==================== uart_yukleyici
**src/rtl/uart_yukleyici.sv**
```systemverilog
// UART boot loader: programs the UART baud divisor, reads a 4-byte little-endian
// length header, then streams the payload bytes into memory as packed 32-bit words.
`ifndef ADRES_BIT
`define ADRES_BIT 32
`endif
`ifndef VERI_BIT
`define VERI_BIT 32
`endif
`ifndef UART_BASE_ADDR
`define UART_BASE_ADDR 32'h1000_0000
`endif
`ifndef UART_CTRL_REG
`define UART_CTRL_REG 32'h0000_000C
`endif
`ifndef UART_RDATA_REG
`define UART_RDATA_REG 32'h0000_0004
`endif

module uart_yukleyici #(
  parameter logic [31:0] BASLANGIC_ADRES = 32'h4000_0000,
  parameter logic [31:0] MAKS_BAYT       = 32'd65536,
  parameter logic [15:0] BAUD_BOLEN      = 16'd868
) (
  input  logic                  clk_i,
  input  logic                  rstn_i,
  input  logic                  basla_i,
  output logic [`ADRES_BIT-1:0] cek_adres_o,
  output logic [`VERI_BIT-1:0]  cek_veri_o,
  output logic                  cek_yaz_o,
  output logic                  cek_gecerli_o,
  input  logic                  cek_hazir_i,
  input  logic [`VERI_BIT-1:0]  uart_veri_i,
  input  logic                  uart_gecerli_i,
  output logic                  uart_hazir_o,
  output logic [`ADRES_BIT-1:0] bellek_adres_o,
  output logic [`VERI_BIT-1:0]  bellek_veri_o,
  output logic                  bellek_gecerli_o,
  input  logic                  bellek_hazir_i,
  output logic                  mesgul_o,
  output logic                  bitti_o,
  output logic                  hata_o
);

  typedef enum logic [3:0] {
    BOSTA, AYAR_YAZ, BOY_ISTE, BOY_BEKLE, VERI_ISTE,
    VERI_BEKLE, BELLEK_YAZ, BITTI, HATA
  } durum_t;

  durum_t                 durum, sonraki;
  logic [31:0]            uzunluk;
  logic [31:0]            bayt_say;
  logic [31:0]            kelime;
  logic [1:0]             boy_say;
  logic [`ADRES_BIT-1:0]  kelime_idx;

  logic                   uart_al;
  logic                   cek_el;
  logic                   bellek_el;
  logic [7:0]             gelen;
  logic [31:0]            tam_boy;
  logic                   veri_unused;

  assign gelen       = uart_veri_i[7:0];
  assign veri_unused = ^uart_veri_i[`VERI_BIT-1:8];
  // Header byte 4 lands in [31:24]; evaluate the complete length in the same cycle.
  assign tam_boy     = {gelen, uzunluk[23:0]};

  always_ff @(posedge clk_i) begin
    if (!rstn_i) durum <= BOSTA;
    else         durum <= sonraki;
  end

  always_comb begin
    sonraki          = durum;
    cek_adres_o      = '0;
    cek_veri_o       = '0;
    cek_yaz_o        = 1'b0;
    cek_gecerli_o    = 1'b0;
    uart_hazir_o     = 1'b0;
    bellek_adres_o   = '0;
    bellek_veri_o    = '0;
    bellek_gecerli_o = 1'b0;
    bitti_o          = 1'b0;
    hata_o           = 1'b0;
    mesgul_o         = 1'b1;
    case (durum)
      AYAR_YAZ: begin
        cek_gecerli_o = 1'b1;
        cek_yaz_o     = 1'b1;
        cek_adres_o   = `ADRES_BIT'(`UART_BASE_ADDR | `UART_CTRL_REG);
        cek_veri_o    = `VERI_BIT'({BAUD_BOLEN, 14'd0, 2'b11});
      end
      BOY_ISTE, VERI_ISTE: begin
        cek_gecerli_o = 1'b1;
        cek_adres_o   = `ADRES_BIT'(`UART_BASE_ADDR | `UART_RDATA_REG);
      end
      BOY_BEKLE, VERI_BEKLE: uart_hazir_o = 1'b1;
      BELLEK_YAZ: begin
        bellek_gecerli_o = 1'b1;
        bellek_adres_o   = `ADRES_BIT'(BASLANGIC_ADRES) + (kelime_idx << 2);
        bellek_veri_o    = `VERI_BIT'(kelime);
      end
      BITTI: begin
        bitti_o  = 1'b1;
        mesgul_o = 1'b0;
      end
      HATA: begin
        hata_o   = 1'b1;
        mesgul_o = 1'b0;
      end
      default: mesgul_o = 1'b0;
    endcase

    cek_el    = cek_gecerli_o & cek_hazir_i;
    uart_al   = uart_hazir_o & uart_gecerli_i;
    bellek_el = bellek_gecerli_o & bellek_hazir_i;

    case (durum)
      BOSTA:      if (basla_i) sonraki = AYAR_YAZ;
      AYAR_YAZ:   if (cek_el) sonraki = BOY_ISTE;
      BOY_ISTE:   if (cek_el) sonraki = BOY_BEKLE;
      VERI_ISTE:  if (cek_el) sonraki = VERI_BEKLE;
      BOY_BEKLE: begin
        if (uart_al) begin
          if (boy_say != 2'd3)          sonraki = BOY_ISTE;
          else if (tam_boy == 32'd0)    sonraki = BITTI;
          else if (tam_boy > MAKS_BAYT) sonraki = HATA;
          else                          sonraki = VERI_ISTE;
        end
      end
      VERI_BEKLE: begin
        if (uart_al) begin
          if (bayt_say[1:0] == 2'd3 || bayt_say + 32'd1 == uzunluk) sonraki = BELLEK_YAZ;
          else                                                      sonraki = VERI_ISTE;
        end
      end
      BELLEK_YAZ: begin
        if (bellek_el) sonraki = (bayt_say != uzunluk) ? VERI_ISTE : BITTI;
      end
      default: sonraki = durum;
    endcase
  end

  // Byte/word assembly; the word register is cleared after every memory write so a
  // short final word carries zeros in its unfilled upper bytes.
  always_ff @(posedge clk_i) begin
    if (!rstn_i) begin
      uzunluk    <= '0;
      bayt_say   <= '0;
      kelime     <= '0;
      boy_say    <= '0;
      kelime_idx <= '0;
    end else begin
      if (uart_al && durum == BOY_BEKLE) begin
        uzunluk[{boy_say, 3'b000} +: 8] <= gelen;
        boy_say <= boy_say + 2'd1;
      end
      if (uart_al && durum == VERI_BEKLE) begin
        kelime[{bayt_say[1:0], 3'b000} +: 8] <= gelen;
        bayt_say <= bayt_say + 32'd1;
      end
      if (bellek_el) begin
        kelime_idx <= kelime_idx + 1'b1;
        kelime     <= '0;
      end
    end
  end

endmodule
```
**config.mk**
```make
export PLATFORM = sky130hd
export DESIGN_NAME = uart_yukleyici
export DESIGN_NICKNAME = d
export VERILOG_FILES = /design/src/rtl/uart_yukleyici.sv
export SDC_FILE = /design/constraint.sdc
export NUM_CORES = 1
export LEC_CHECK = 0
export ABC_AREA = 1
export CELL_PAD_IN_SITES_DETAIL_PLACEMENT = 0
export CELL_PAD_IN_SITES_GLOBAL_PLACEMENT = 2
export CORE_MARGIN = 10
export CORE_UTILIZATION = 30
export DETAILED_ROUTE_END_ITERATION = 12
export GPL_TIMING_DRIVEN = 0
export HOLD_SLACK_MARGIN = 0.08
export PLACE_DENSITY_LB_ADDON = 0.1
export SYNTH_ARGS = -nofsm -noshare
export SYNTH_HDL_FRONTEND = slang
export SYNTH_SLANG_ARGS = --single-unit
```
**constraint.sdc**
```tcl
create_clock -name clk_i -period 4.2 [get_ports clk_i]
set_input_delay 0.84 -clock clk_i [delete_from_list [all_inputs] [get_ports clk_i]]
set_output_delay 0.84 -clock clk_i [all_outputs]
set_load 0.03 [all_outputs]
```
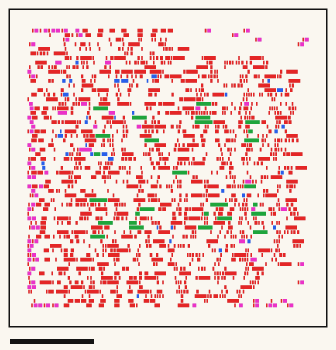
uart_yukleyici/drive_strength.png
Scale bar: 50 um.
Key: drive 3 to 4 = magenta [cells 81, share 5.5%]; drive 2 = blue [cells 36, share 2.4%]; drive 6 and up = green [cells 27, share 1.8%]; drive 1 or less = red [cells 1326, share 90%]
layout overhead on the synthesized area: 25.6%
Signal buffers: 196

==> flow_summary.ini <==
; yosys + openroad results
[outcome]
status = finished, final reports clean

[setup_path]
rr_worst_depth = 20
ff2ff_setup_slack_ps = 1270
worstPathRequired_ps = 3360
crit_family = simple AND/OR/NAND/NOR gates

[sta]
worstMarginPinSlew_ps = 999
grt_setup_unrepaired = false
hold_ws_ps = 466

[place]
hpwl_um = 23900

[clocking]
path_clk_slew_ps = 60
cts_tree = built
clockRootBuffer = clkbuf_16

[layout]
n_clock_buffer = 19
seq-cell-share = 0.250
nNetsFinal = 1506
inv_count = 207

[hold_path]
holdPathEnd = kelime[5]

[route]
wl_met2_um = 13900
drc = 0
top_layer = met4

[power]
ir_drop_uv = 258
p_sw_uw = 934

[floorplanning]
dieWidth_um = 188
core_area_sq_um = 27800

[job]
maxCapViolations = 0
tool_warnings = 58

[grt]
grt_pass1_wl_um = 47600
grt_pass1_vias = 8348

[synthesis]
edf_count = 0
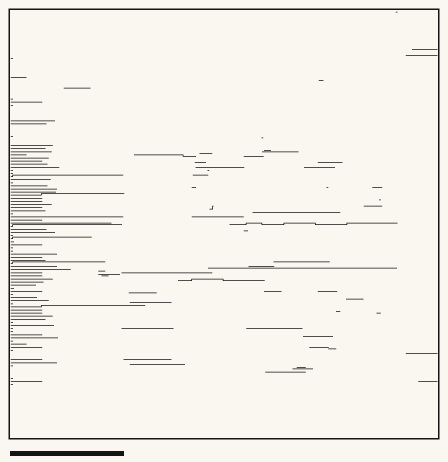
uart_yukleyici/met3.png
Scale bar: 50 um.
118 nets have wire on it. The layer holds 6.3% of the routed length. The layer carries 1910 um of wire. The wires run mostly horizontal.
vias post-DR: 8354
GRT met3 Usage: 0.0525
Total Wirelength: 30500 um


==================== mem_wb_skid_stage
mem_wb_skid_stage/metal_stack.png
Scale bar: 20 um.
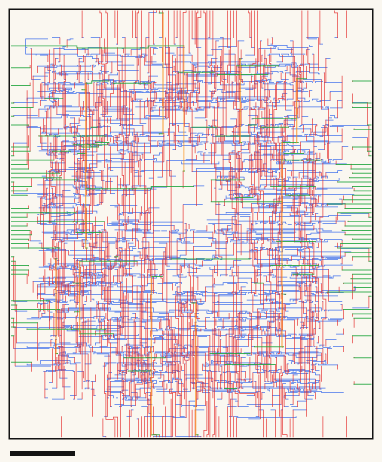
mem_wb_skid_stage/met3.png
Scale bar: 20 um.
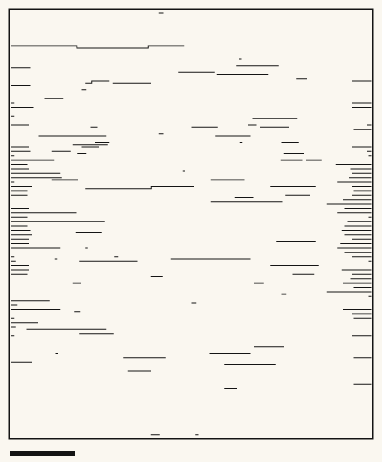
File: src/rtl/mem_wb_skid_stage.sv
// MEM/WB pipeline stage with valid/ready handshake and a two-entry skid buffer.
// Optional back-pressure counter is built when MEM_WB_SKID_STALL_CNT_EN is defined.
module mem_wb_skid_stage #(
  parameter int B = 32,
  parameter int W = 5,
  parameter int C = 2
) (
  input  logic         clk,
  input  logic         reset,
  input  logic         flush,
  input  logic         in_valid,
  output logic         in_ready,
  input  logic [B-1:0] in_read_data,
  input  logic [B-1:0] in_alu_result,
  input  logic [W-1:0] in_reg_dst,
  input  logic [C-1:0] in_ctrl,
  output logic         out_valid,
  input  logic         out_ready,
  output logic [B-1:0] out_read_data,
  output logic [B-1:0] out_alu_result,
  output logic [W-1:0] out_reg_dst,
  output logic [C-1:0] out_ctrl,
  output logic [1:0]   occupancy,
  output logic [15:0]  stall_cnt
);

  localparam int P = 2*B + W + C;

  // State encoding doubles as the occupancy count.
  localparam logic [1:0] ST_EMPTY = 2'd0;
  localparam logic [1:0] ST_BUSY  = 2'd1;
  localparam logic [1:0] ST_FULL  = 2'd2;

  logic [1:0]   state_reg, state_next;
  logic [P-1:0] main_reg, main_next;
  logic [P-1:0] skid_reg, skid_next;
  logic [P-1:0] in_payload;
  logic         in_fire, out_fire;

  assign in_payload = {in_read_data, in_alu_result, in_reg_dst, in_ctrl};
  assign in_ready   = (state_reg != ST_FULL);
  assign out_valid  = (state_reg != ST_EMPTY);
  assign in_fire    = in_valid & in_ready;
  assign out_fire   = out_valid & out_ready;

  // Control bits of any register that stops holding a valid entry are cleared,
  // so out_ctrl is zero whenever out_valid is low.
  always_comb begin
    state_next = state_reg;
    main_next  = main_reg;
    skid_next  = skid_reg;
    if (flush) begin
      state_next         = ST_EMPTY;
      main_next[C-1:0]   = '0;
      skid_next[C-1:0]   = '0;
    end else begin
      case (state_reg)
        ST_EMPTY: begin
          if (in_fire) begin
            main_next  = in_payload;
            state_next = ST_BUSY;
          end
        end
        ST_BUSY: begin
          if (in_fire && out_fire) begin
            main_next = in_payload;
          end else if (in_fire) begin
            skid_next  = in_payload;
            state_next = ST_FULL;
          end else if (out_fire) begin
            main_next[C-1:0] = '0;
            state_next       = ST_EMPTY;
          end
        end
        ST_FULL: begin
          if (out_fire) begin
            main_next        = skid_reg;
            skid_next[C-1:0] = '0;
            state_next       = ST_BUSY;
          end
        end
        default: state_next = ST_EMPTY;
      endcase
    end
  end

  always_ff @(posedge clk) begin
    if (reset) begin
      state_reg <= ST_EMPTY;
      main_reg  <= '0;
      skid_reg  <= '0;
    end else begin
      state_reg <= state_next;
      main_reg  <= main_next;
      skid_reg  <= skid_next;
    end
  end

  assign out_read_data  = main_reg[P-1 -: B];
  assign out_alu_result = main_reg[P-B-1 -: B];
  assign out_reg_dst    = main_reg[C+W-1 -: W];
  assign out_ctrl       = main_reg[C-1:0];
  assign occupancy      = state_reg;

`ifdef MEM_WB_SKID_STALL_CNT_EN
  logic [15:0] stall_cnt_reg;

  // Saturating; only reset clears it so stall history survives a flush.
  always_ff @(posedge clk) begin
    if (reset) begin
      stall_cnt_reg <= '0;
    end else if (out_valid && !out_ready && (stall_cnt_reg != 16'hFFFF)) begin
      stall_cnt_reg <= stall_cnt_reg + 16'd1;
    end
  end

  assign stall_cnt = stall_cnt_reg;
`else
  assign stall_cnt = 16'h0000;
`endif

endmodule
File: config.mk
export PLATFORM = sky130hd
export DESIGN_NAME = mem_wb_skid_stage
export DESIGN_NICKNAME = d
export VERILOG_FILES = /design/src/rtl/mem_wb_skid_stage.sv
export SDC_FILE = /design/constraint.sdc
export NUM_CORES = 1
export LEC_CHECK = 0
export ABC_AREA = 1
export CAP_MARGIN = 20
export CORE_ASPECT_RATIO = 1.2
export CORE_MARGIN = 5
export CORE_UTILIZATION = 54
export DETAILED_ROUTE_END_ITERATION = 7
export PLACE_DENSITY = 0.82
export RECOVER_POWER = 25
export SKIP_CTS_REPAIR_TIMING = 1
export SLEW_MARGIN = 10
export SYNTH_ARGS = -nofsm -noshare
export SYNTH_HDL_FRONTEND = slang
export SYNTH_SLANG_ARGS = --single-unit
export TNS_END_PERCENT = 10
File: constraint.sdc
create_clock -name clk -period 3.7 [get_ports clk]
set_clock_uncertainty 0.05 [all_clocks]
set_input_delay 0.925 -clock clk [delete_from_list [all_inputs] [get_ports clk]]
set_output_delay 0.925 -clock clk [all_outputs]
set_load 0.005 [all_outputs]
==> flow_summary.ini <==
; yosys + openroad results
[outcome]
status = finished, final reports clean

[sta]
timing.fmax_mhz = 338
drv_slew = 0
hold_viol = 0
period_needed_ps = 2960
worstMarginPinSlew_ps = 1340

[grt]
busiest_layer = met2
grtUsageMet2 = 0.378
grt_overflow = 0
grt_pass1_vias = 5851

[synthesis]
ys_warn_count = 0
numSynthFlops = 144
synthArstFlopShare = 0
ys_sh_adder = 0.0130
topCellsByArea = dfxtp_1 (43%), nand2_1 (13%), nor2_1 (13%)
ys.flop_type = dfxtp_1

[power]
pwr-share-comb = 0.217
internal-power_uw = 3210
sw_frac_of_total = 0.272
powerClk_uw = 1700
p_per_area_nw_per_um2 = 502
ir_drop_uv = 278

[route]
wl_met2_um = 8440
wl_met1_um = 7160
dr.pass1.iters = 4

[place]
hpwl_um = 11100
io_buffers = 150

[layout]
final_common_cell = nand2_1
inv_count = 125
fin_util = 0.722
seq_area_sq_um = 2880
top_area_cell_class = logic gates
comb_share = 0.344

[clocking]
cts_buffers = 17
cts_max_path_buffers = 2
path_clk_slew_ps = 60

[setup_path]
crit_start = out_ready
crit_top_cell = nand2_1
crit_type = primary input to flop
cp.arrival_ps = 3220
crit_family = buffers and inverters

[job]
maxCapViolations = 0

[floorplanning]
core_area_sq_um = 12200
design.portCount = 167

[hold_path]
holdPathEnd = skid_reg[29]
hold_class = flop to flop
min_path_cells = 2
Notes on mem_wb_skid_stage/metal_stack.png above:
Key: met4 = orange [wire length 377 um]; met2 = red [wire length 8440 um]; met1 = blue [wire length 7160 um]; met3 = green [wire length 1090 um]
GRT Overall Usage: 0.225
wire per inst: 12.8 um
vias post-DR: 6549

Notes on mem_wb_skid_stage/met3.png above:
115 nets have wire on it. The wires run mostly horizontal.
GRT met3 Usage: 0.0571
Total Wirelength: 17100 um


==================== mem_arbiter
File: src/rtl/mem_arbiter.sv
// Shares one data-memory port between the CPU data port (m0) and the loader/DMA engine (m1).
// Latency: the grant and memory drive are combinational in the request cycle; read data returns RD_LATENCY cycles later.
// Backpressure: a master that is not granted holds its request until it is; under contention the burst cap alternates ownership.
module mem_arbiter #(
  parameter int ADDR_W     = 16,
  parameter int DATA_W     = 16,
  parameter int RD_LATENCY = 1,
  parameter int MAX_BURST  = 4
) (
  input  logic              i_clk,
  input  logic              i_rst_n,
  // master 0: CPU data port
  input  logic              i_m0_req,
  input  logic              i_m0_we,
  input  logic [ADDR_W-1:0] i_m0_addr,
  input  logic [DATA_W-1:0] i_m0_wdata,
  output logic              o_m0_gnt,
  output logic              o_m0_rvalid,
  output logic [DATA_W-1:0] o_m0_rdata,
  // master 1: UART loader / DMA
  input  logic              i_m1_req,
  input  logic              i_m1_we,
  input  logic [ADDR_W-1:0] i_m1_addr,
  input  logic [DATA_W-1:0] i_m1_wdata,
  output logic              o_m1_gnt,
  output logic              o_m1_rvalid,
  output logic [DATA_W-1:0] o_m1_rdata,
  // memory side
  output logic [ADDR_W-1:0] o_mem_address,
  output logic [DATA_W-1:0] o_mem_in,
  output logic              o_mem_load,
  input  logic [DATA_W-1:0] i_mem_out,
  output logic              o_owner
);

  localparam int              CNT_W   = $clog2(MAX_BURST + 1);
  localparam logic [CNT_W-1:0] MAX_CNT = CNT_W'(MAX_BURST);

  logic                  r_last_owner;
  logic [CNT_W-1:0]      r_burst_cnt;
  logic [RD_LATENCY-1:0] r_trk_vld;
  logic [RD_LATENCY-1:0] r_trk_id;

  logic w_any;
  logic w_win;
  logic w_gnt;
  logic w_win_we;
  logic w_rd_acc;

  // Pick a winner: a lone requester always wins; under contention the current
  // owner keeps the port until its burst count reaches the cap.
  always_comb begin
    w_any = i_m0_req | i_m1_req;
    if (i_m0_req && i_m1_req) begin
      w_win = (r_burst_cnt < MAX_CNT) ? r_last_owner : ~r_last_owner;
    end else begin
      w_win = i_m1_req;
    end
    // No grants are issued while reset is held, even with requests pending.
    w_gnt    = w_any & i_rst_n;
    w_win_we = w_win ? i_m1_we : i_m0_we;
    w_rd_acc = w_gnt & ~w_win_we;
  end

  // Steer the winner onto the memory port; the port idles at zero with no grant.
  always_comb begin
    o_m0_gnt      = w_gnt & ~w_win;
    o_m1_gnt      = w_gnt & w_win;
    o_mem_load    = w_gnt & w_win_we;
    o_mem_address = '0;
    o_mem_in      = '0;
    if (w_gnt) begin
      o_mem_address = w_win ? i_m1_addr  : i_m0_addr;
      o_mem_in      = w_win ? i_m1_wdata : i_m0_wdata;
    end
    // With no grant the owner output holds the last master that was granted.
    o_owner = w_gnt ? w_win : r_last_owner;
  end

  // Ownership and burst bookkeeping: an idle cycle clears the burst count,
  // a handover restarts it at one, a repeat grant saturates at the cap.
  always_ff @(posedge i_clk or negedge i_rst_n) begin
    if (!i_rst_n) begin
      r_last_owner <= 1'b0;
      r_burst_cnt  <= '0;
    end else if (!w_any) begin
      r_burst_cnt  <= '0;
    end else if (w_win == r_last_owner) begin
      r_burst_cnt  <= (r_burst_cnt == MAX_CNT) ? MAX_CNT : r_burst_cnt + CNT_W'(1);
    end else begin
      r_last_owner <= w_win;
      r_burst_cnt  <= CNT_W'(1);
    end
  end

  // Read-return tracker: each accepted read walks down the pipe with its master
  // id so the beat leaving the last stage lines up with the memory output.
  always_ff @(posedge i_clk or negedge i_rst_n) begin
    if (!i_rst_n) begin
      r_trk_vld <= '0;
      r_trk_id  <= '0;
    end else begin
      for (int i = RD_LATENCY - 1; i > 0; i--) begin
        r_trk_vld[i] <= r_trk_vld[i-1];
        r_trk_id[i]  <= r_trk_id[i-1];
      end
      r_trk_vld[0] <= w_rd_acc;
      r_trk_id[0]  <= w_win;
    end
  end

  // Read data is broadcast to both masters; rvalid alone says whose beat it is.
  always_comb begin
    o_m0_rdata  = i_mem_out;
    o_m1_rdata  = i_mem_out;
    o_m0_rvalid = r_trk_vld[RD_LATENCY-1] & ~r_trk_id[RD_LATENCY-1];
    o_m1_rvalid = r_trk_vld[RD_LATENCY-1] &  r_trk_id[RD_LATENCY-1];
  end

endmodule
File: config.mk
export PLATFORM = sky130hd
export DESIGN_NAME = mem_arbiter
export DESIGN_NICKNAME = d
export VERILOG_FILES = /design/src/rtl/mem_arbiter.sv
export SDC_FILE = /design/constraint.sdc
export NUM_CORES = 1
export LEC_CHECK = 0
export ABC_AREA = 1
export CORE_MARGIN = 1
export CORE_UTILIZATION = 26
export CTS_CLUSTER_DIAMETER = 60
export CTS_CLUSTER_SIZE = 28
export DETAILED_ROUTE_END_ITERATION = 12
export MAX_ROUTING_LAYER = met4
export PLACE_DENSITY = 0.95
export SLEW_MARGIN = 20
export SYNTH_ARGS = -nofsm -noshare
export SYNTH_HDL_FRONTEND = slang
export SYNTH_SLANG_ARGS = --single-unit
File: constraint.sdc
create_clock -name i_clk -period 4.5 [get_ports i_clk]
set_input_delay 0.9 -clock i_clk [delete_from_list [all_inputs] [get_ports i_clk]]
set_output_delay 0.9 -clock i_clk [all_outputs]
set_load 0.05 [all_outputs]
==> flow_summary.ini <==
; yosys + openroad results
[setup_path]
cp-end-kind = primary output
ff2ff_setup_slack_ps = 3240
rr_worst_depth = 6
r2r_start = r_last_owner
crit_top_cell = clkdlybuf4s50_1
crit_chain = clkdlybuf4s50_1 -> inv_1 -> nor2_4 -> inv_2 -> o21ai_0 -> clkdlybuf4s50_1
crit_path_max_fanout = 7
critPathLaunchType = primary input

[route]
top_layer = met4
wl_met3_um = 294
dr.pass1.iters = 4
wl_met1_um = 1440
vias_per_cell = 4.19
wl_per_cell_um = 10.9
wl_met2_um = 1670
drtIter0Drc = 33

[layout]
final-clk-cell-share = 0.0213
top_area_cell_class = non-clock buffers
final_cell_mix = nand2_1 (93), clkdlybuf4s50_1 (81), buf_4 (28)
fin_util = 0.480
n_all_buffers = 109
diodes = 0
logic_gate_count = 134
ff_count = 6
buffer_area_frac = 0.527
final_common_cell = nand2_1
largest_register_ffs = 3

[outcome]
status = finished, final reports clean

[power]
p_sw_uw = 244
seq_power_share = 0.153
maxPowerGroup = combinational cells
powerSeq_uw = 77.0
leakage_uw = 0.000995
internal-power_uw = 258

[clocking]
path_clk_slew_ps = 40
cts_hold_buf = 0
cts_max_path_buffers = 2
clockRootBuffer = clkbuf_8
cts.sinks = 6
cts_tree = built
insertion_delay_ps = 230
cts_buffers = 3

[place]
postPlaceCellArea_sq_um = 1890
hpwl_um = 2800
io_buffers = 107
place_ws_ps = 517

[sta]
timing.fmax_mhz = 253
setup_tns_ps = 0

[synthesis]
yosys.area_share.aoi = 0.0619
synth_cells = 190
seq_area_frac_synth = 0.137
ys_sh_adder = 0.0229
netlist-cell-type-count = 18
numSynthFlops = 6
ys_warn_count = 0
synthArstFlopShare = 1.00
ys.flop_type = dfrtp_1
top_logic_kind = simple AND/OR/NAND/NOR gates

[grt]
use_met3 = 0.0205
grt_pass1_wl_um = 4980
use_met1 = 0.176
antenna_found_initial = 0
grt_max_degree = 27
busiest_layer = met2

[hold_path]
holdPathEnd = r_last_owner
hold_class = flop to flop

[job]
tool_warnings = 27

[floorplanning]
fp_util = 0.271
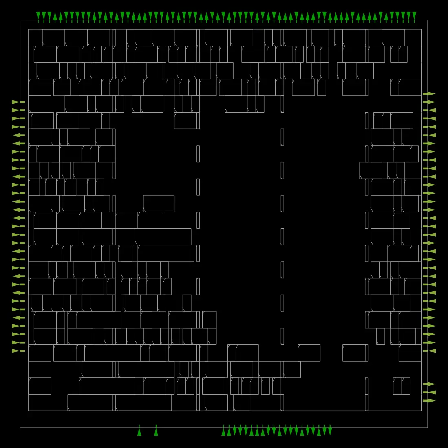
mem_arbiter/final_placement.png
Tap Cells: 50
Finished Layout Cells: 316
Rows: 23
fillers: 390

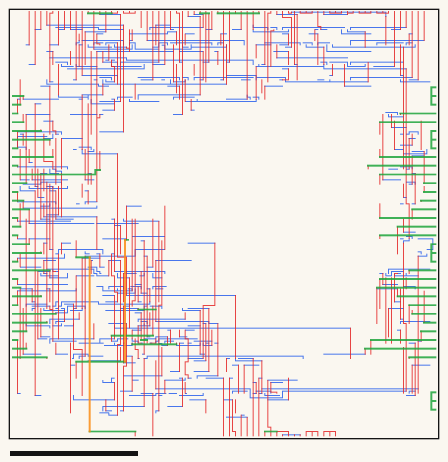
mem_arbiter/metal_stack.png
Scale bar: 20 um.
Key: met2 = red [wire length 1670 um]; met3 = green [wire length 294 um]; met1 = blue [wire length 1440 um]; met4 = orange [wire length 46.2 um]
Total Wirelength: 3440 um
vias post-DR: 1325


==================== spi_erase_ctrl
spi_erase_ctrl/met3.png
Scale bar: 20 um.
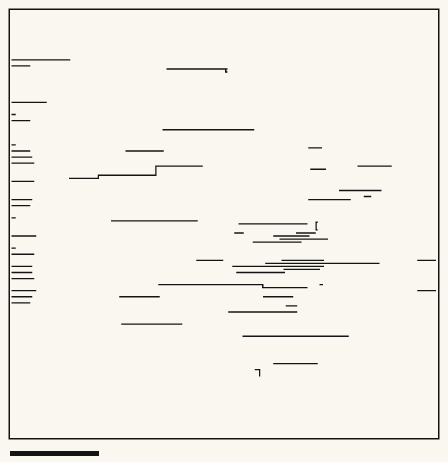
spi_erase_ctrl/pins.png
Scale bar: 20 um. Pins as bars across the die edge, other pins in gray.
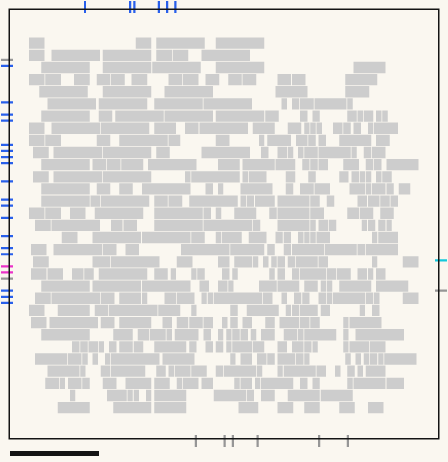
[config.mk]
export PLATFORM = sky130hd
export DESIGN_NAME = spi_erase_ctrl
export DESIGN_NICKNAME = d
export VERILOG_FILES = /design/src/rtl/spi_erase_ctrl.sv
export SDC_FILE = /design/constraint.sdc
export NUM_CORES = 1
export LEC_CHECK = 0
export CAP_MARGIN = 0
export CORE_MARGIN = 4
export CORE_UTILIZATION = 57
export DETAILED_ROUTE_END_ITERATION = 10
export PLACE_DENSITY = 0.75
export SYNTH_ARGS = -nofsm -noshare
export SYNTH_HDL_FRONTEND = slang
export SYNTH_SLANG_ARGS = --single-unit
[constraint.sdc]
create_clock -name sclk -period 12.85 [get_ports sclk]
set_input_delay 2.57 -clock sclk [delete_from_list [all_inputs] [get_ports sclk]]
set_output_delay 2.57 -clock sclk [all_outputs]
set_load 0.03 [all_outputs]
[src/rtl/spi_erase_ctrl.sv]
// spi_erase_ctrl: SPI NOR flash erase engine.
// Sends WREN, then a sector/subsector/bulk erase command with its address,
// then polls RDSR until WIP clears or the poll budget runs out. All outputs
// are registered; sck is mode 0 (idle low) and runs at sclk/CLK_DIV.
module spi_erase_ctrl #(
  parameter int unsigned CLK_DIV    = 4,
  parameter int unsigned ADDR_BYTES = 3,
  parameter int unsigned CS_GAP     = 8,
  parameter logic [15:0] POLL_MAX   = 16'd50000,
  parameter logic [7:0]  SE_OP      = 8'hD8,
  parameter logic [7:0]  SSE_OP     = 8'h20,
  parameter logic [7:0]  BE_OP      = 8'hC7
) (
  input  logic                    sclk,
  input  logic                    rst,
  input  logic                    start,
  input  logic [1:0]              mode,
  input  logic [8*ADDR_BYTES-1:0] addr,
  output logic                    busy,
  output logic                    done,
  output logic                    err,
  output logic                    cs_n,
  output logic                    sck,
  output logic                    sdi,
  input  logic                    sdo
);

  localparam int AW    = 8 * ADDR_BYTES;
  // Longest frame is opcode + 4 address bytes; frames are left-justified.
  localparam int FR_W  = 40;
  localparam int SH    = FR_W - 8 - AW;
  localparam int BIT_W = 6;
  localparam int PH_W  = $clog2(CLK_DIV);
  localparam int GAP_W = $clog2(CS_GAP);
  localparam int PC_W  = $clog2(int'(POLL_MAX) + 1);

  localparam logic [PH_W-1:0]  PH_HALF  = PH_W'(CLK_DIV / 2);
  localparam logic [PH_W-1:0]  PH_LAST  = PH_W'(CLK_DIV - 1);
  localparam logic [GAP_W-1:0] GAP_LAST = GAP_W'(CS_GAP - 1);
  localparam logic [PC_W-1:0]  POLL_LIM = PC_W'(POLL_MAX);
  localparam logic [7:0]       WREN_OP  = 8'h06;
  localparam logic [7:0]       RDSR_OP  = 8'h05;

  typedef enum logic [2:0] {
    S_IDLE, S_WREN, S_GAP1, S_ERASE, S_GAP2, S_POLL, S_GAP3, S_FIN
  } state_t;

  state_t            state;
  logic [1:0]        mode_q;
  logic [AW-1:0]     addr_q;
  logic [FR_W-1:0]   shreg;
  logic [BIT_W-1:0]  nbits;
  logic [BIT_W-1:0]  bit_idx;
  logic [PH_W-1:0]   phase;
  logic [GAP_W-1:0]  gap_cnt;
  logic [PC_W-1:0]   poll_cnt;
  logic              rx_bit;

  logic [FR_W-1:0]   ld_frame;
  logic [BIT_W-1:0]  ld_bits;
  logic [PH_W-1:0]   phase_nx;
  logic [PC_W-1:0]   poll_nx;
  logic              stat_b0;

  // Next frame to load: WREN from IDLE, erase command after GAP1, RDSR otherwise.
  always_comb begin
    ld_frame = {RDSR_OP, 32'h0};
    ld_bits  = BIT_W'(16);
    if (state == S_IDLE) begin
      ld_frame = {WREN_OP, 32'h0};
      ld_bits  = BIT_W'(8);
    end else if (state == S_GAP1) begin
      if (mode_q == 2'd0) begin
        ld_frame = FR_W'({SE_OP, addr_q}) << SH;
        ld_bits  = BIT_W'(8 + AW);
      end else if (mode_q == 2'd1) begin
        ld_frame = FR_W'({SSE_OP, addr_q}) << SH;
        ld_bits  = BIT_W'(8 + AW);
      end else begin
        ld_frame = {BE_OP, 32'h0};
        ld_bits  = BIT_W'(8);
      end
    end
    phase_nx = phase + 1'b1;
    poll_nx  = poll_cnt + 1'b1;
    // Status bit0 is the last bit read; with CLK_DIV=2 it is sampled in the
    // same cycle the frame ends, so take it straight from sdo.
    stat_b0  = (phase == PH_HALF) ? sdo : rx_bit;
  end

  // Sequencer and SPI bit engine with registered outputs.
  always_ff @(posedge sclk) begin
    if (rst) begin
      state    <= S_IDLE;
      cs_n     <= 1'b1;
      sck      <= 1'b0;
      sdi      <= 1'b0;
      busy     <= 1'b0;
      done     <= 1'b0;
      err      <= 1'b0;
      phase    <= '0;
      bit_idx  <= '0;
      nbits    <= '0;
      gap_cnt  <= '0;
      poll_cnt <= '0;
    end else begin
      done <= 1'b0;
      err  <= 1'b0;
      unique case (state)
        S_IDLE: begin
          if (start) begin
            if (mode == 2'd3) begin
              err <= 1'b1;
            end else begin
              mode_q   <= mode;
              addr_q   <= addr;
              busy     <= 1'b1;
              poll_cnt <= '0;
              cs_n     <= 1'b0;
              sck      <= 1'b0;
              phase    <= '0;
              bit_idx  <= '0;
              shreg    <= ld_frame;
              sdi      <= ld_frame[FR_W-1];
              nbits    <= ld_bits;
              state    <= S_WREN;
            end
          end
        end
        S_GAP1, S_GAP2, S_GAP3: begin
          if (gap_cnt == GAP_LAST) begin
            gap_cnt <= '0;
            cs_n    <= 1'b0;
            sck     <= 1'b0;
            phase   <= '0;
            bit_idx <= '0;
            shreg   <= ld_frame;
            sdi     <= ld_frame[FR_W-1];
            nbits   <= ld_bits;
            state   <= (state == S_GAP1) ? S_ERASE : S_POLL;
          end else begin
            gap_cnt <= gap_cnt + 1'b1;
          end
        end
        S_WREN, S_ERASE, S_POLL: begin
          if (phase == PH_HALF) rx_bit <= sdo;
          if (phase == PH_LAST) begin
            phase <= '0;
            sck   <= 1'b0;
            if (bit_idx == nbits - 1'b1) begin
              cs_n    <= 1'b1;
              sdi     <= 1'b0;
              gap_cnt <= '0;
              if (state == S_WREN) begin
                state <= S_GAP1;
              end else if (state == S_ERASE) begin
                state <= S_GAP2;
              end else begin
                poll_cnt <= poll_nx;
                if (!stat_b0) begin
                  state <= S_FIN;
                end else if (poll_nx == POLL_LIM) begin
                  err   <= 1'b1;
                  busy  <= 1'b0;
                  state <= S_IDLE;
                end else begin
                  state <= S_GAP3;
                end
              end
            end else begin
              bit_idx <= bit_idx + 1'b1;
              shreg   <= {shreg[FR_W-2:0], 1'b0};
              sdi     <= shreg[FR_W-2];
            end
          end else begin
            phase <= phase_nx;
            sck   <= (phase_nx >= PH_HALF);
          end
        end
        S_FIN: begin
          done  <= 1'b1;
          busy  <= 1'b0;
          state <= S_IDLE;
        end
        default: state <= S_IDLE;
      endcase
    end
  end

endmodule

==> flow_summary.ini <==
; yosys + openroad results
[sta]
finalClockPeriodUsage = 0.345
setup_slack_ps = 8420
finClkSkew_ps = 8.80
hold_ws_ps = 509

[power]
sw_frac_of_total = 0.260
powerSeq_uw = 350
maxPowerGroup = registers
powerClk_uw = 192
leakage_uw = 0.00165
finalPower_uw = 597

[place]
postPlaceCellArea_sq_um = 4810
place_ws_ps = 8080
dpl.cell_count = 513

[layout]
inv_count = 11
nNetsFinal = 463
ff_count = 96
seq-cell-share = 0.500
drive_above_1_share = 0.109
top_area_cell_class = registers
instances_no_fill = 529
reg_top3 = shreg x31, addr_q x24, poll_cnt x16
fillers = 572
final_common_cell = edfxtp_1
n_clock_buffer = 9
seq_area_sq_um = 2500
final-clk-cell-share = 0.0392
final_area_sq_um = 5010
comb_share = 0.351

[clocking]
insertion_delay_ps = 350
cts_hold_buf = 0

[setup_path]
cpMaxStageDelayCell = a21boi_0
worstPathRequired_ps = 13090
crit_top_cell = nor2_1
timing.rr.end = poll_cnt[6]
cp.depth = 8
cp-end-kind = flop
cp_num_buf_inv = 1
crit_type = primary input to flop
cp.arrival_ps = 4670

[synthesis]
edf_count = 58
ys_cells = 398
ys.flop_type = edfxtp_1
yosysTopAreaCellShare = 0.396
simple_gate_area_frac = 0.156

[floorplanning]
core_area_sq_um = 7370
design.portCount = 36
rows = 31

[grt]
grt_max_degree = 41
grt_pass1_vias = 2952
grt_overflow = 0

[hold_path]
hold_class = flop to flop

[job]
tool_warnings = 28

[route]
vias_per_cell = 5.96
wl_met1_um = 4010

[outcome]
status = finished, final reports clean
Notes on spi_erase_ctrl/met3.png above:
The longest straight run is 25.3 um. The layer holds 5.5% of the routed length. The layer carries 476 um of wire.
vias post-DR: 3154
GRT met3 Usage: 0.0414
Total Wirelength: 8600 um

Notes on spi_erase_ctrl/pins.png above:
Key: addr = blue [pins 24, direction input, edge 18 west, 6 north]; mode = magenta [pins 2, direction input, edge west]; busy = cyan [pins 1, direction output, edge east]
All pins by edge: 22 west, 6 north, 6 south, 2 east.
Die Height: 95.8 um
I/O Buffers: 35
Die W: 95.8 um


==================== program_loader
program_loader/final_placement.png
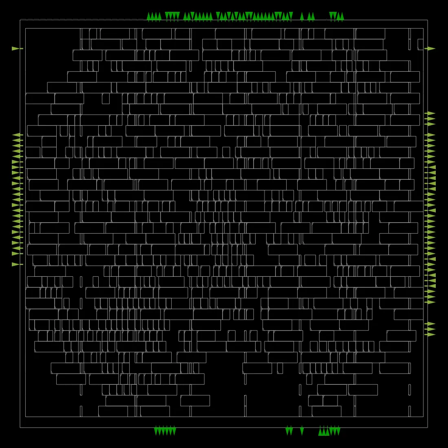
File: src/rtl/program_loader.sv
// Streams host words into instruction/data memories over valid/ready, holding the core in reset until done.
// Optional PROGRAM_LOADER_CHECKSUM_EN: the loadLast word is a checksum compared against the payload sum.
module program_loader #(
   parameter int unsigned DATA_WIDTH       = 32,
   parameter int unsigned INSTR_ADDR_WIDTH = 7,
   parameter int unsigned DATA_ADDR_WIDTH  = 7
) (
   input  logic                        clk,
   input  logic                        reset,
   input  logic                        start,
   input  logic                        loadValid,
   output logic                        loadReady,
   input  logic [DATA_WIDTH-1:0]       loadWord,
   input  logic                        loadTarget,
   input  logic                        loadLast,
   output logic                        imemWe,
   output logic [INSTR_ADDR_WIDTH-1:0] imemAddr,
   output logic [DATA_WIDTH-1:0]       imemData,
   output logic                        dmemWe,
   output logic [DATA_ADDR_WIDTH-1:0]  dmemAddr,
   output logic [DATA_WIDTH-1:0]       dmemData,
   output logic                        coreHold,
   output logic                        done,
   output logic                        overflow,
   output logic                        checksumErr
);

   localparam int unsigned ICNT_W = INSTR_ADDR_WIDTH + 1;
   localparam int unsigned DCNT_W = DATA_ADDR_WIDTH + 1;
   localparam logic [ICNT_W-1:0] IMEM_FULL = ICNT_W'(1) << INSTR_ADDR_WIDTH;
   localparam logic [DCNT_W-1:0] DMEM_FULL = DCNT_W'(1) << DATA_ADDR_WIDTH;

   typedef enum logic [1:0] {IDLE, LOAD, DONE} state_t;

   state_t                      state_q, state_d;
   logic [ICNT_W-1:0]           icnt_q, icnt_d;
   logic [DCNT_W-1:0]           dcnt_q, dcnt_d;
   logic [DATA_WIDTH-1:0]       accum_q, accum_d;
   logic                        ready_q, ready_d;
   logic                        hold_q, hold_d;
   logic                        done_q, done_d;
   logic                        imem_we_q, imem_we_d;
   logic [INSTR_ADDR_WIDTH-1:0] imem_addr_q, imem_addr_d;
   logic [DATA_WIDTH-1:0]       imem_data_q, imem_data_d;
   logic                        dmem_we_q, dmem_we_d;
   logic [DATA_ADDR_WIDTH-1:0]  dmem_addr_q, dmem_addr_d;
   logic [DATA_WIDTH-1:0]       dmem_data_q, dmem_data_d;
   logic                        overflow_q, overflow_d;
   logic                        xfer;
   logic                        payload;
`ifdef PROGRAM_LOADER_CHECKSUM_EN
   logic                        cksum_err_q, cksum_err_d;
`endif

   // State and registered outputs
   always_ff @(posedge clk) begin
      if (reset) begin
         state_q     <= IDLE;
         icnt_q      <= '0;
         dcnt_q      <= '0;
         accum_q     <= '0;
         ready_q     <= 1'b0;
         hold_q      <= 1'b1;
         done_q      <= 1'b0;
         imem_we_q   <= 1'b0;
         imem_addr_q <= '0;
         imem_data_q <= '0;
         dmem_we_q   <= 1'b0;
         dmem_addr_q <= '0;
         dmem_data_q <= '0;
         overflow_q  <= 1'b0;
`ifdef PROGRAM_LOADER_CHECKSUM_EN
         cksum_err_q <= 1'b0;
`endif
      end else begin
         state_q     <= state_d;
         icnt_q      <= icnt_d;
         dcnt_q      <= dcnt_d;
         accum_q     <= accum_d;
         ready_q     <= ready_d;
         hold_q      <= hold_d;
         done_q      <= done_d;
         imem_we_q   <= imem_we_d;
         imem_addr_q <= imem_addr_d;
         imem_data_q <= imem_data_d;
         dmem_we_q   <= dmem_we_d;
         dmem_addr_q <= dmem_addr_d;
         dmem_data_q <= dmem_data_d;
         overflow_q  <= overflow_d;
`ifdef PROGRAM_LOADER_CHECKSUM_EN
         cksum_err_q <= cksum_err_d;
`endif
      end
   end

   // Next state, write routing, counters and sticky flags
   always_comb begin
      state_d     = state_q;
      icnt_d      = icnt_q;
      dcnt_d      = dcnt_q;
      accum_d     = accum_q;
      imem_we_d   = 1'b0;
      imem_addr_d = imem_addr_q;
      imem_data_d = imem_data_q;
      dmem_we_d   = 1'b0;
      dmem_addr_d = dmem_addr_q;
      dmem_data_d = dmem_data_q;
      overflow_d  = overflow_q;
      payload     = 1'b1;
      xfer        = loadValid && ready_q;
`ifdef PROGRAM_LOADER_CHECKSUM_EN
      cksum_err_d = cksum_err_q;
`endif

      case (state_q)
         IDLE, DONE: begin
            if (start) begin
               state_d    = LOAD;
               icnt_d     = '0;
               dcnt_d     = '0;
               accum_d    = '0;
               overflow_d = 1'b0;
`ifdef PROGRAM_LOADER_CHECKSUM_EN
               cksum_err_d = 1'b0;
`endif
            end
         end
         LOAD: begin
            if (xfer) begin
`ifdef PROGRAM_LOADER_CHECKSUM_EN
               // The closing word carries the expected sum rather than data
               if (loadLast) begin
                  payload     = 1'b0;
                  cksum_err_d = cksum_err_q | (loadWord != accum_q);
               end
`endif
               if (payload) begin
                  accum_d = accum_q + loadWord;
                  if (!loadTarget) begin
                     if (icnt_q == IMEM_FULL) begin
                        overflow_d = 1'b1;
                     end else begin
                        imem_we_d   = 1'b1;
                        imem_addr_d = icnt_q[INSTR_ADDR_WIDTH-1:0];
                        imem_data_d = loadWord;
                        icnt_d      = icnt_q + ICNT_W'(1);
                     end
                  end else begin
                     if (dcnt_q == DMEM_FULL) begin
                        overflow_d = 1'b1;
                     end else begin
                        dmem_we_d   = 1'b1;
                        dmem_addr_d = dcnt_q[DATA_ADDR_WIDTH-1:0];
                        dmem_data_d = loadWord;
                        dcnt_d      = dcnt_q + DCNT_W'(1);
                     end
                  end
               end
               if (loadLast) state_d = DONE;
            end
         end
         default: state_d = IDLE;
      endcase

      ready_d = (state_d == LOAD);
      hold_d  = (state_d != DONE);
      done_d  = (state_d == DONE);
   end

   assign loadReady = ready_q;
   assign coreHold  = hold_q;
   assign done      = done_q;
   assign imemWe    = imem_we_q;
   assign imemAddr  = imem_addr_q;
   assign imemData  = imem_data_q;
   assign dmemWe    = dmem_we_q;
   assign dmemAddr  = dmem_addr_q;
   assign dmemData  = dmem_data_q;
   assign overflow  = overflow_q;
`ifdef PROGRAM_LOADER_CHECKSUM_EN
   assign checksumErr = cksum_err_q;
`else
   assign checksumErr = 1'b0;
`endif

endmodule

File: config.mk
export PLATFORM = sky130hd
export DESIGN_NAME = program_loader
export DESIGN_NICKNAME = d
export VERILOG_FILES = /design/src/rtl/program_loader.sv
export SDC_FILE = /design/constraint.sdc
export NUM_CORES = 1
export LEC_CHECK = 0
export ABC_AREA = 1
export CORE_UTILIZATION = 41
export DETAILED_ROUTE_END_ITERATION = 10
export PLACE_DENSITY = 0.71
export SLEW_MARGIN = 20
export SYNTH_ARGS = -nofsm -noshare
export SYNTH_HDL_FRONTEND = slang
export SYNTH_SLANG_ARGS = --single-unit
File: constraint.sdc
create_clock -name clk -period 1.83 [get_ports clk]
set_input_delay 0.549 -clock clk [delete_from_list [all_inputs] [get_ports clk]]
set_output_delay 0.549 -clock clk [all_outputs]
set_load 0.1 [all_outputs]
==> flow_summary.ini <==
; yosys + openroad results
[layout]
buffer_area_frac = 0.344
fillers = 808
logic_gate_count = 384
seq-cell-share = 0.308
comb_share = 0.269
final_common_cell = nand2_1
n_clock_buffer = 9
nNetsFinal = 716
fin_util = 0.677

[route]
wl_um = 11100
ant_nets = 0
drtIter0Drc = 169
top_layer = met4
wl_met2_um = 5490

[clocking]
cts_max_path_buffers = 2
cts_tree = built
cts_buffers = 9
insertion_delay_ps = 370
post_cts_resized = 0
clockRootBuffer = clkbuf_8
post_cts_buffers = 0

[synthesis]
ys_sh_adder = 0.0120
edf_count = 0
yosys.area_share.aoi = 0.127
syn_area_sq_um = 4160
ys_area_sq_um = 4160
synthTopCellsByCount = nand2_1 (180), dfxtp_1 (102), a21oi_1 (94), nand3_1 (57), inv_1 (31)
netlist-cell-type-count = 28
post-synth-top-count-cell = nand2_1
floorplan.nets = 596
ys.flop_type = dfxtp_1
ys_sh_xor = 0.00210

[power]
maxPowerGroup = registers
seq_power_share = 0.501
finalPower_uw = 4580
internal-power_uw = 3300
powerSeq_uw = 2290
pwr-share-comb = 0.146
leakage_uw = 0.00246

[setup_path]
cp.depth = 9
cp-end-kind = flop
rr_worst_depth = 9
cp.arrival_ps = 1940
worstPathRequired_ps = 2130
crit_path_max_fanout = 41

[outcome]
status = finished, final reports clean

[grt]
grtUsageMet2 = 0.364
grt_max_degree = 67
grtUsageTotal = 0.216
grt_overflow = 0
grt_pass1_wl_um = 17900
use_met3 = 0.0359

[sta]
grt_setup_unrepaired = false
finalSetupViolCount = 0
timing.fmax_mhz = 608
hold_viol = 0
finClkSkew_ps = 16.8

[hold_path]
min_path_cells = 2

[job]
maxCapViolations = 0

[place]
io_buffers = 121

[floorplanning]
dieWidth_um = 103
Notes on program_loader/final_placement.png above:
sequential cells: 102
Finished Layout Cells: 812
core area: 9820 sq um
Tap Cells: 133
Rows: 36


==================== fetch_unit
fetch_unit/met4.png
Supply wires on this layer in gray.
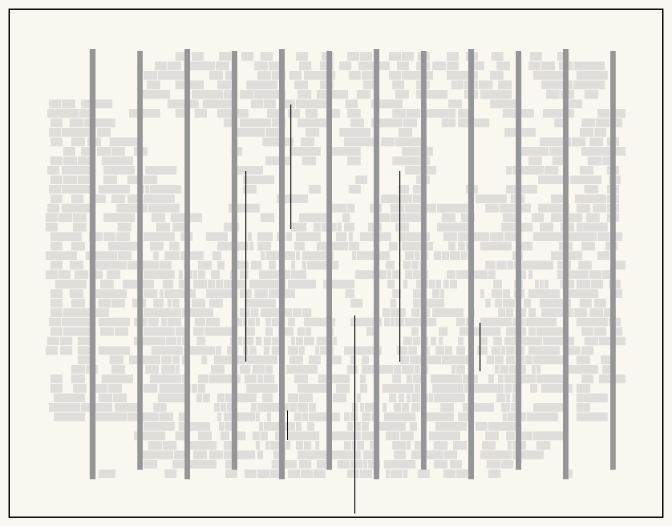
fetch_unit/met3.png
Scale bar: 50 um.
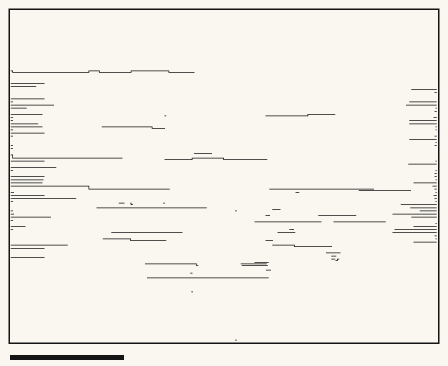
fetch_unit/drive_strength.png
Scale bar: 50 um.
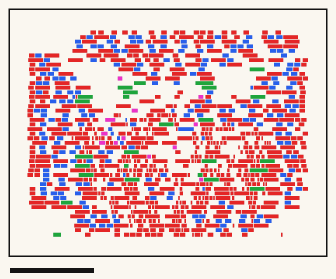
==> src/rtl/fetch_unit.sv <==
// fetch_unit: instruction-fetch front end.
// Owns the fetch PC, issues word requests to a variable-latency instruction
// memory under a credit limit, buffers PC-tagged responses in a small FIFO and
// hands them to decode over valid/ready. Redirects flush the buffer and arrange
// for responses still in flight on the old path to be discarded.
//
// Ports:
//   clk, rst              clock; asynchronous active-low reset
//   imem_req_valid/addr   fetch request out (word aligned)
//   imem_req_ready        memory accepts the request this cycle
//   imem_rsp_valid/data   in-order response word from memory
//   redirect_valid/pc     branch/jump target from the datapath
//   inst_valid/inst/pc    FIFO head offered to decode
//   inst_ready            decode consumes the head this cycle
module fetch_unit #(
  parameter logic [31:0] RESET_PC   = 32'h0000_0000,
  parameter int unsigned FIFO_DEPTH = 2
) (
  input  logic        clk,
  input  logic        rst,
  output logic        imem_req_valid,
  output logic [31:0] imem_addr,
  input  logic        imem_req_ready,
  input  logic        imem_rsp_valid,
  input  logic [31:0] imem_rsp_data,
  input  logic        redirect_valid,
  input  logic [31:0] redirect_pc,
  output logic        inst_valid,
  output logic [31:0] inst,
  output logic [31:0] inst_pc,
  input  logic        inst_ready
);

  localparam int unsigned PTR_W = $clog2(FIFO_DEPTH);
  localparam int unsigned CNT_W = PTR_W + 1;
  localparam int unsigned SUM_W = CNT_W + 2;

  logic [31:0]      fetch_pc_q, fetch_pc_d;
  logic [31:0]      rsp_pc_q, rsp_pc_d;
  logic [CNT_W-1:0] out_q, out_d;
  logic [CNT_W-1:0] disc_q, disc_d;
  logic [CNT_W-1:0] cnt_q, cnt_d;
  logic [PTR_W-1:0] rd_ptr_q, rd_ptr_d;
  logic [PTR_W-1:0] wr_ptr_q, wr_ptr_d;
  logic             req_valid_q, req_valid_d;
  logic [31:0]      fifo_data_q [FIFO_DEPTH];
  logic [31:0]      fifo_pc_q   [FIFO_DEPTH];

  logic             accept;
  logic             rsp_drop;
  logic             rsp_take;
  logic             push;
  logic             pop;
  logic [CNT_W-1:0] out_next;
  logic [31:0]      redir_target;
  logic             unused_redir_lsb;

  assign unused_redir_lsb = ^redirect_pc[1:0];
  assign redir_target     = {redirect_pc[31:2], 2'b00};

  // Outputs come straight from registers (inst_valid only decodes cnt_q)
  assign imem_req_valid = req_valid_q;
  assign imem_addr      = fetch_pc_q;
  assign inst_valid     = (cnt_q != '0);
  assign inst           = fifo_data_q[rd_ptr_q];
  assign inst_pc        = fifo_pc_q[rd_ptr_q];

  // Next-state: issue, response classification, dequeue, redirect override
  always_comb begin
    accept      = req_valid_q && imem_req_ready;
    rsp_drop    = imem_rsp_valid && (disc_q != '0);
    rsp_take    = imem_rsp_valid && (disc_q == '0) && (out_q != '0);
    pop         = inst_valid && inst_ready;
    // A response in the redirect cycle still retires its credit but is not kept
    push        = rsp_take && !redirect_valid;
    out_next    = out_q + CNT_W'(accept) - CNT_W'(rsp_take);

    fetch_pc_d  = fetch_pc_q;
    rsp_pc_d    = rsp_pc_q;
    rd_ptr_d    = rd_ptr_q;
    wr_ptr_d    = wr_ptr_q;
    out_d       = out_next;
    disc_d      = disc_q - CNT_W'(rsp_drop);
    cnt_d       = cnt_q + CNT_W'(push) - CNT_W'(pop);
    req_valid_d = 1'b0;

    if (accept) begin
      fetch_pc_d = fetch_pc_q + 32'd4;
    end
    if (push) begin
      rsp_pc_d = rsp_pc_q + 32'd4;
      wr_ptr_d = wr_ptr_q + PTR_W'(1);
    end
    if (pop) begin
      rd_ptr_d = rd_ptr_q + PTR_W'(1);
    end

    // Everything still in flight becomes wrong-path and is dropped on return
    if (redirect_valid) begin
      fetch_pc_d = redir_target;
      rsp_pc_d   = redir_target;
      disc_d     = disc_q - CNT_W'(rsp_drop) + out_next;
      out_d      = '0;
      cnt_d      = '0;
      rd_ptr_d   = '0;
      wr_ptr_d   = '0;
    end

    // Credit check on the values the counters will hold next cycle
    req_valid_d = (SUM_W'(out_d) + SUM_W'(disc_d) + SUM_W'(cnt_d)) < SUM_W'(FIFO_DEPTH);
  end

  // Control state
  always_ff @(posedge clk or negedge rst) begin
    if (!rst) begin
      fetch_pc_q  <= RESET_PC;
      rsp_pc_q    <= RESET_PC;
      out_q       <= '0;
      disc_q      <= '0;
      cnt_q       <= '0;
      rd_ptr_q    <= '0;
      wr_ptr_q    <= '0;
      req_valid_q <= 1'b0;
    end else begin
      fetch_pc_q  <= fetch_pc_d;
      rsp_pc_q    <= rsp_pc_d;
      out_q       <= out_d;
      disc_q      <= disc_d;
      cnt_q       <= cnt_d;
      rd_ptr_q    <= rd_ptr_d;
      wr_ptr_q    <= wr_ptr_d;
      req_valid_q <= req_valid_d;
    end
  end

  // Instruction buffer storage
  always_ff @(posedge clk or negedge rst) begin
    if (!rst) begin
      for (int i = 0; i < int'(FIFO_DEPTH); i++) begin
        fifo_data_q[i] <= '0;
        fifo_pc_q[i]   <= '0;
      end
    end else if (push) begin
      fifo_data_q[wr_ptr_q] <= imem_rsp_data;
      fifo_pc_q[wr_ptr_q]   <= rsp_pc_q;
    end
  end

endmodule
==> config.mk <==
export PLATFORM = sky130hd
export DESIGN_NAME = fetch_unit
export DESIGN_NICKNAME = d
export VERILOG_FILES = /design/src/rtl/fetch_unit.sv
export SDC_FILE = /design/constraint.sdc
export NUM_CORES = 1
export LEC_CHECK = 0
export CORE_ASPECT_RATIO = 0.75
export CORE_MARGIN = 10
export CORE_UTILIZATION = 45
export DETAILED_ROUTE_END_ITERATION = 7
export PLACE_DENSITY = 0.74
export SLEW_MARGIN = 20
export SYNTH_ARGS = -nofsm -noshare
export SYNTH_HDL_FRONTEND = slang
export SYNTH_SLANG_ARGS = --single-unit
==> constraint.sdc <==
create_clock -name clk -period 6.53 [get_ports clk]
set_clock_uncertainty 0.2 [all_clocks]
set_input_delay 1.306 -clock clk [delete_from_list [all_inputs] [get_ports clk]]
set_output_delay 1.306 -clock clk [all_outputs]
set_load 0.005 [all_outputs]
==> flow_summary.ini <==
; yosys + openroad results
[synthesis]
ys_area_sq_um = 9410
seq_area_frac_synth = 0.513
yosys.area_share.aoi = 0.0554
synth_cells = 765
mux_share = 0.244
largest_area_cell = dfrtp_1
yosysTopAreaCellShare = 0.513

[power]
internal-power_uw = 3020
ir_drop_uv = 190
pg_comb_uw = 1450
finalPower_uw = 4210

[sta]
hold_viol = 0
drv_slew = 0
timing.fmax_mhz = 211
hold_ws_ps = 283

[layout]
final_area_sq_um = 11900
logic_gate_count = 517
area_growth_syn_to_layout_pct = 25.9
reg_top3 = fifo_data_q x64, fifo_pc_q x60
nNetsFinal = 988

[grt]
grt_overflow = 0
grt_pass1_vias = 6855
grt_pass1_wl_um = 38000

[clocking]
cts_buffers = 17
cts_hold_buf = 0
post_cts_resized = 0
clockRootBuffer = clkbuf_16
path_clk_slew_ps = 70

[route]
top_layer = met4
wl_met2_um = 10500
drc = 0

[hold_path]
min_path_cells = 1
hold_class = flop to flop

[setup_path]
critPathLaunchType = primary input
crit_chain = clkdlybuf4s50_1 -> or3b_4 -> nor2_2 -> ha_1 -> inv_1 -> ha_1 -> xnor3_1 -> xnor2_1 -> nand2_1 -> xnor2_1 -> fa_1 -> ha_1 -> nor3_1
cp.arrival_ps = 4880
timing.rr.end = imem_req_valid
crit_type = primary input to flop
worstPathRequired_ps = 6670

[floorplanning]
rows = 45
die_area_sq_um = 27200

[job]
tool_warnings = 30
maxCapViolations = 0

[place]
hpwl_um = 16400
io_buffers = 161

[outcome]
status = finished, final reports clean
Notes on fetch_unit/met4.png above:
4 nets have wire on it. The longest straight run is 56.4 um. The wires run mostly vertical. The layer carries 222 um of wire.
Total Wirelength: 23100 um
vias post-DR: 6660

Notes on fetch_unit/met3.png above:
The wires run mostly horizontal. The layer holds 5.5% of the routed length. The longest straight run is 52.9 um. The layer carries 1280 um of wire.
GRT met3 Usage: 0.0454

Notes on fetch_unit/drive_strength.png above:
Key: drive 1 or less = red [cells 671, share 73%]; drive 3 to 4 = magenta [cells 12, share 1.3%]; drive 2 = blue [cells 210, share 23%]; drive 6 and up = green [cells 26, share 2.8%]
Signal buffers: 169
PnR worst setup slack: 1790 ps



==> gallery <==
Cell sizes after repair.
Scale bar: 20 um.
panel A
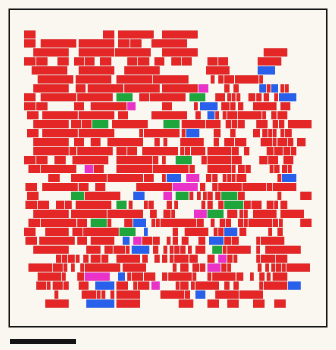
panel B
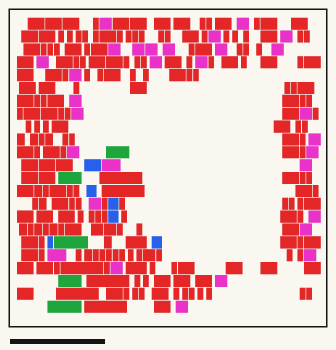
panel C
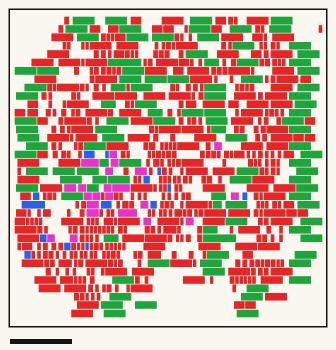
panel D
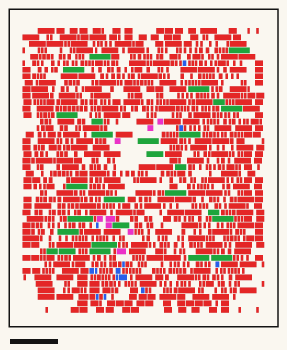
panel B: mem_arbiter
panel A: spi_erase_ctrl
panel C: program_loader
panel D: mem_wb_skid_stage
The one with the smallest die is panel B.
The one with the most cells is panel D.

Key to panel A:
Key: drive 6 and up = green [cells 14, share 3.3%]; drive 2 = blue [cells 21, share 4.9%]; drive 3 to 4 = magenta [cells 12, share 2.8%]; drive 1 or less = red [cells 383, share 89%]

Power is estimated from default activity; no workload was simulated.
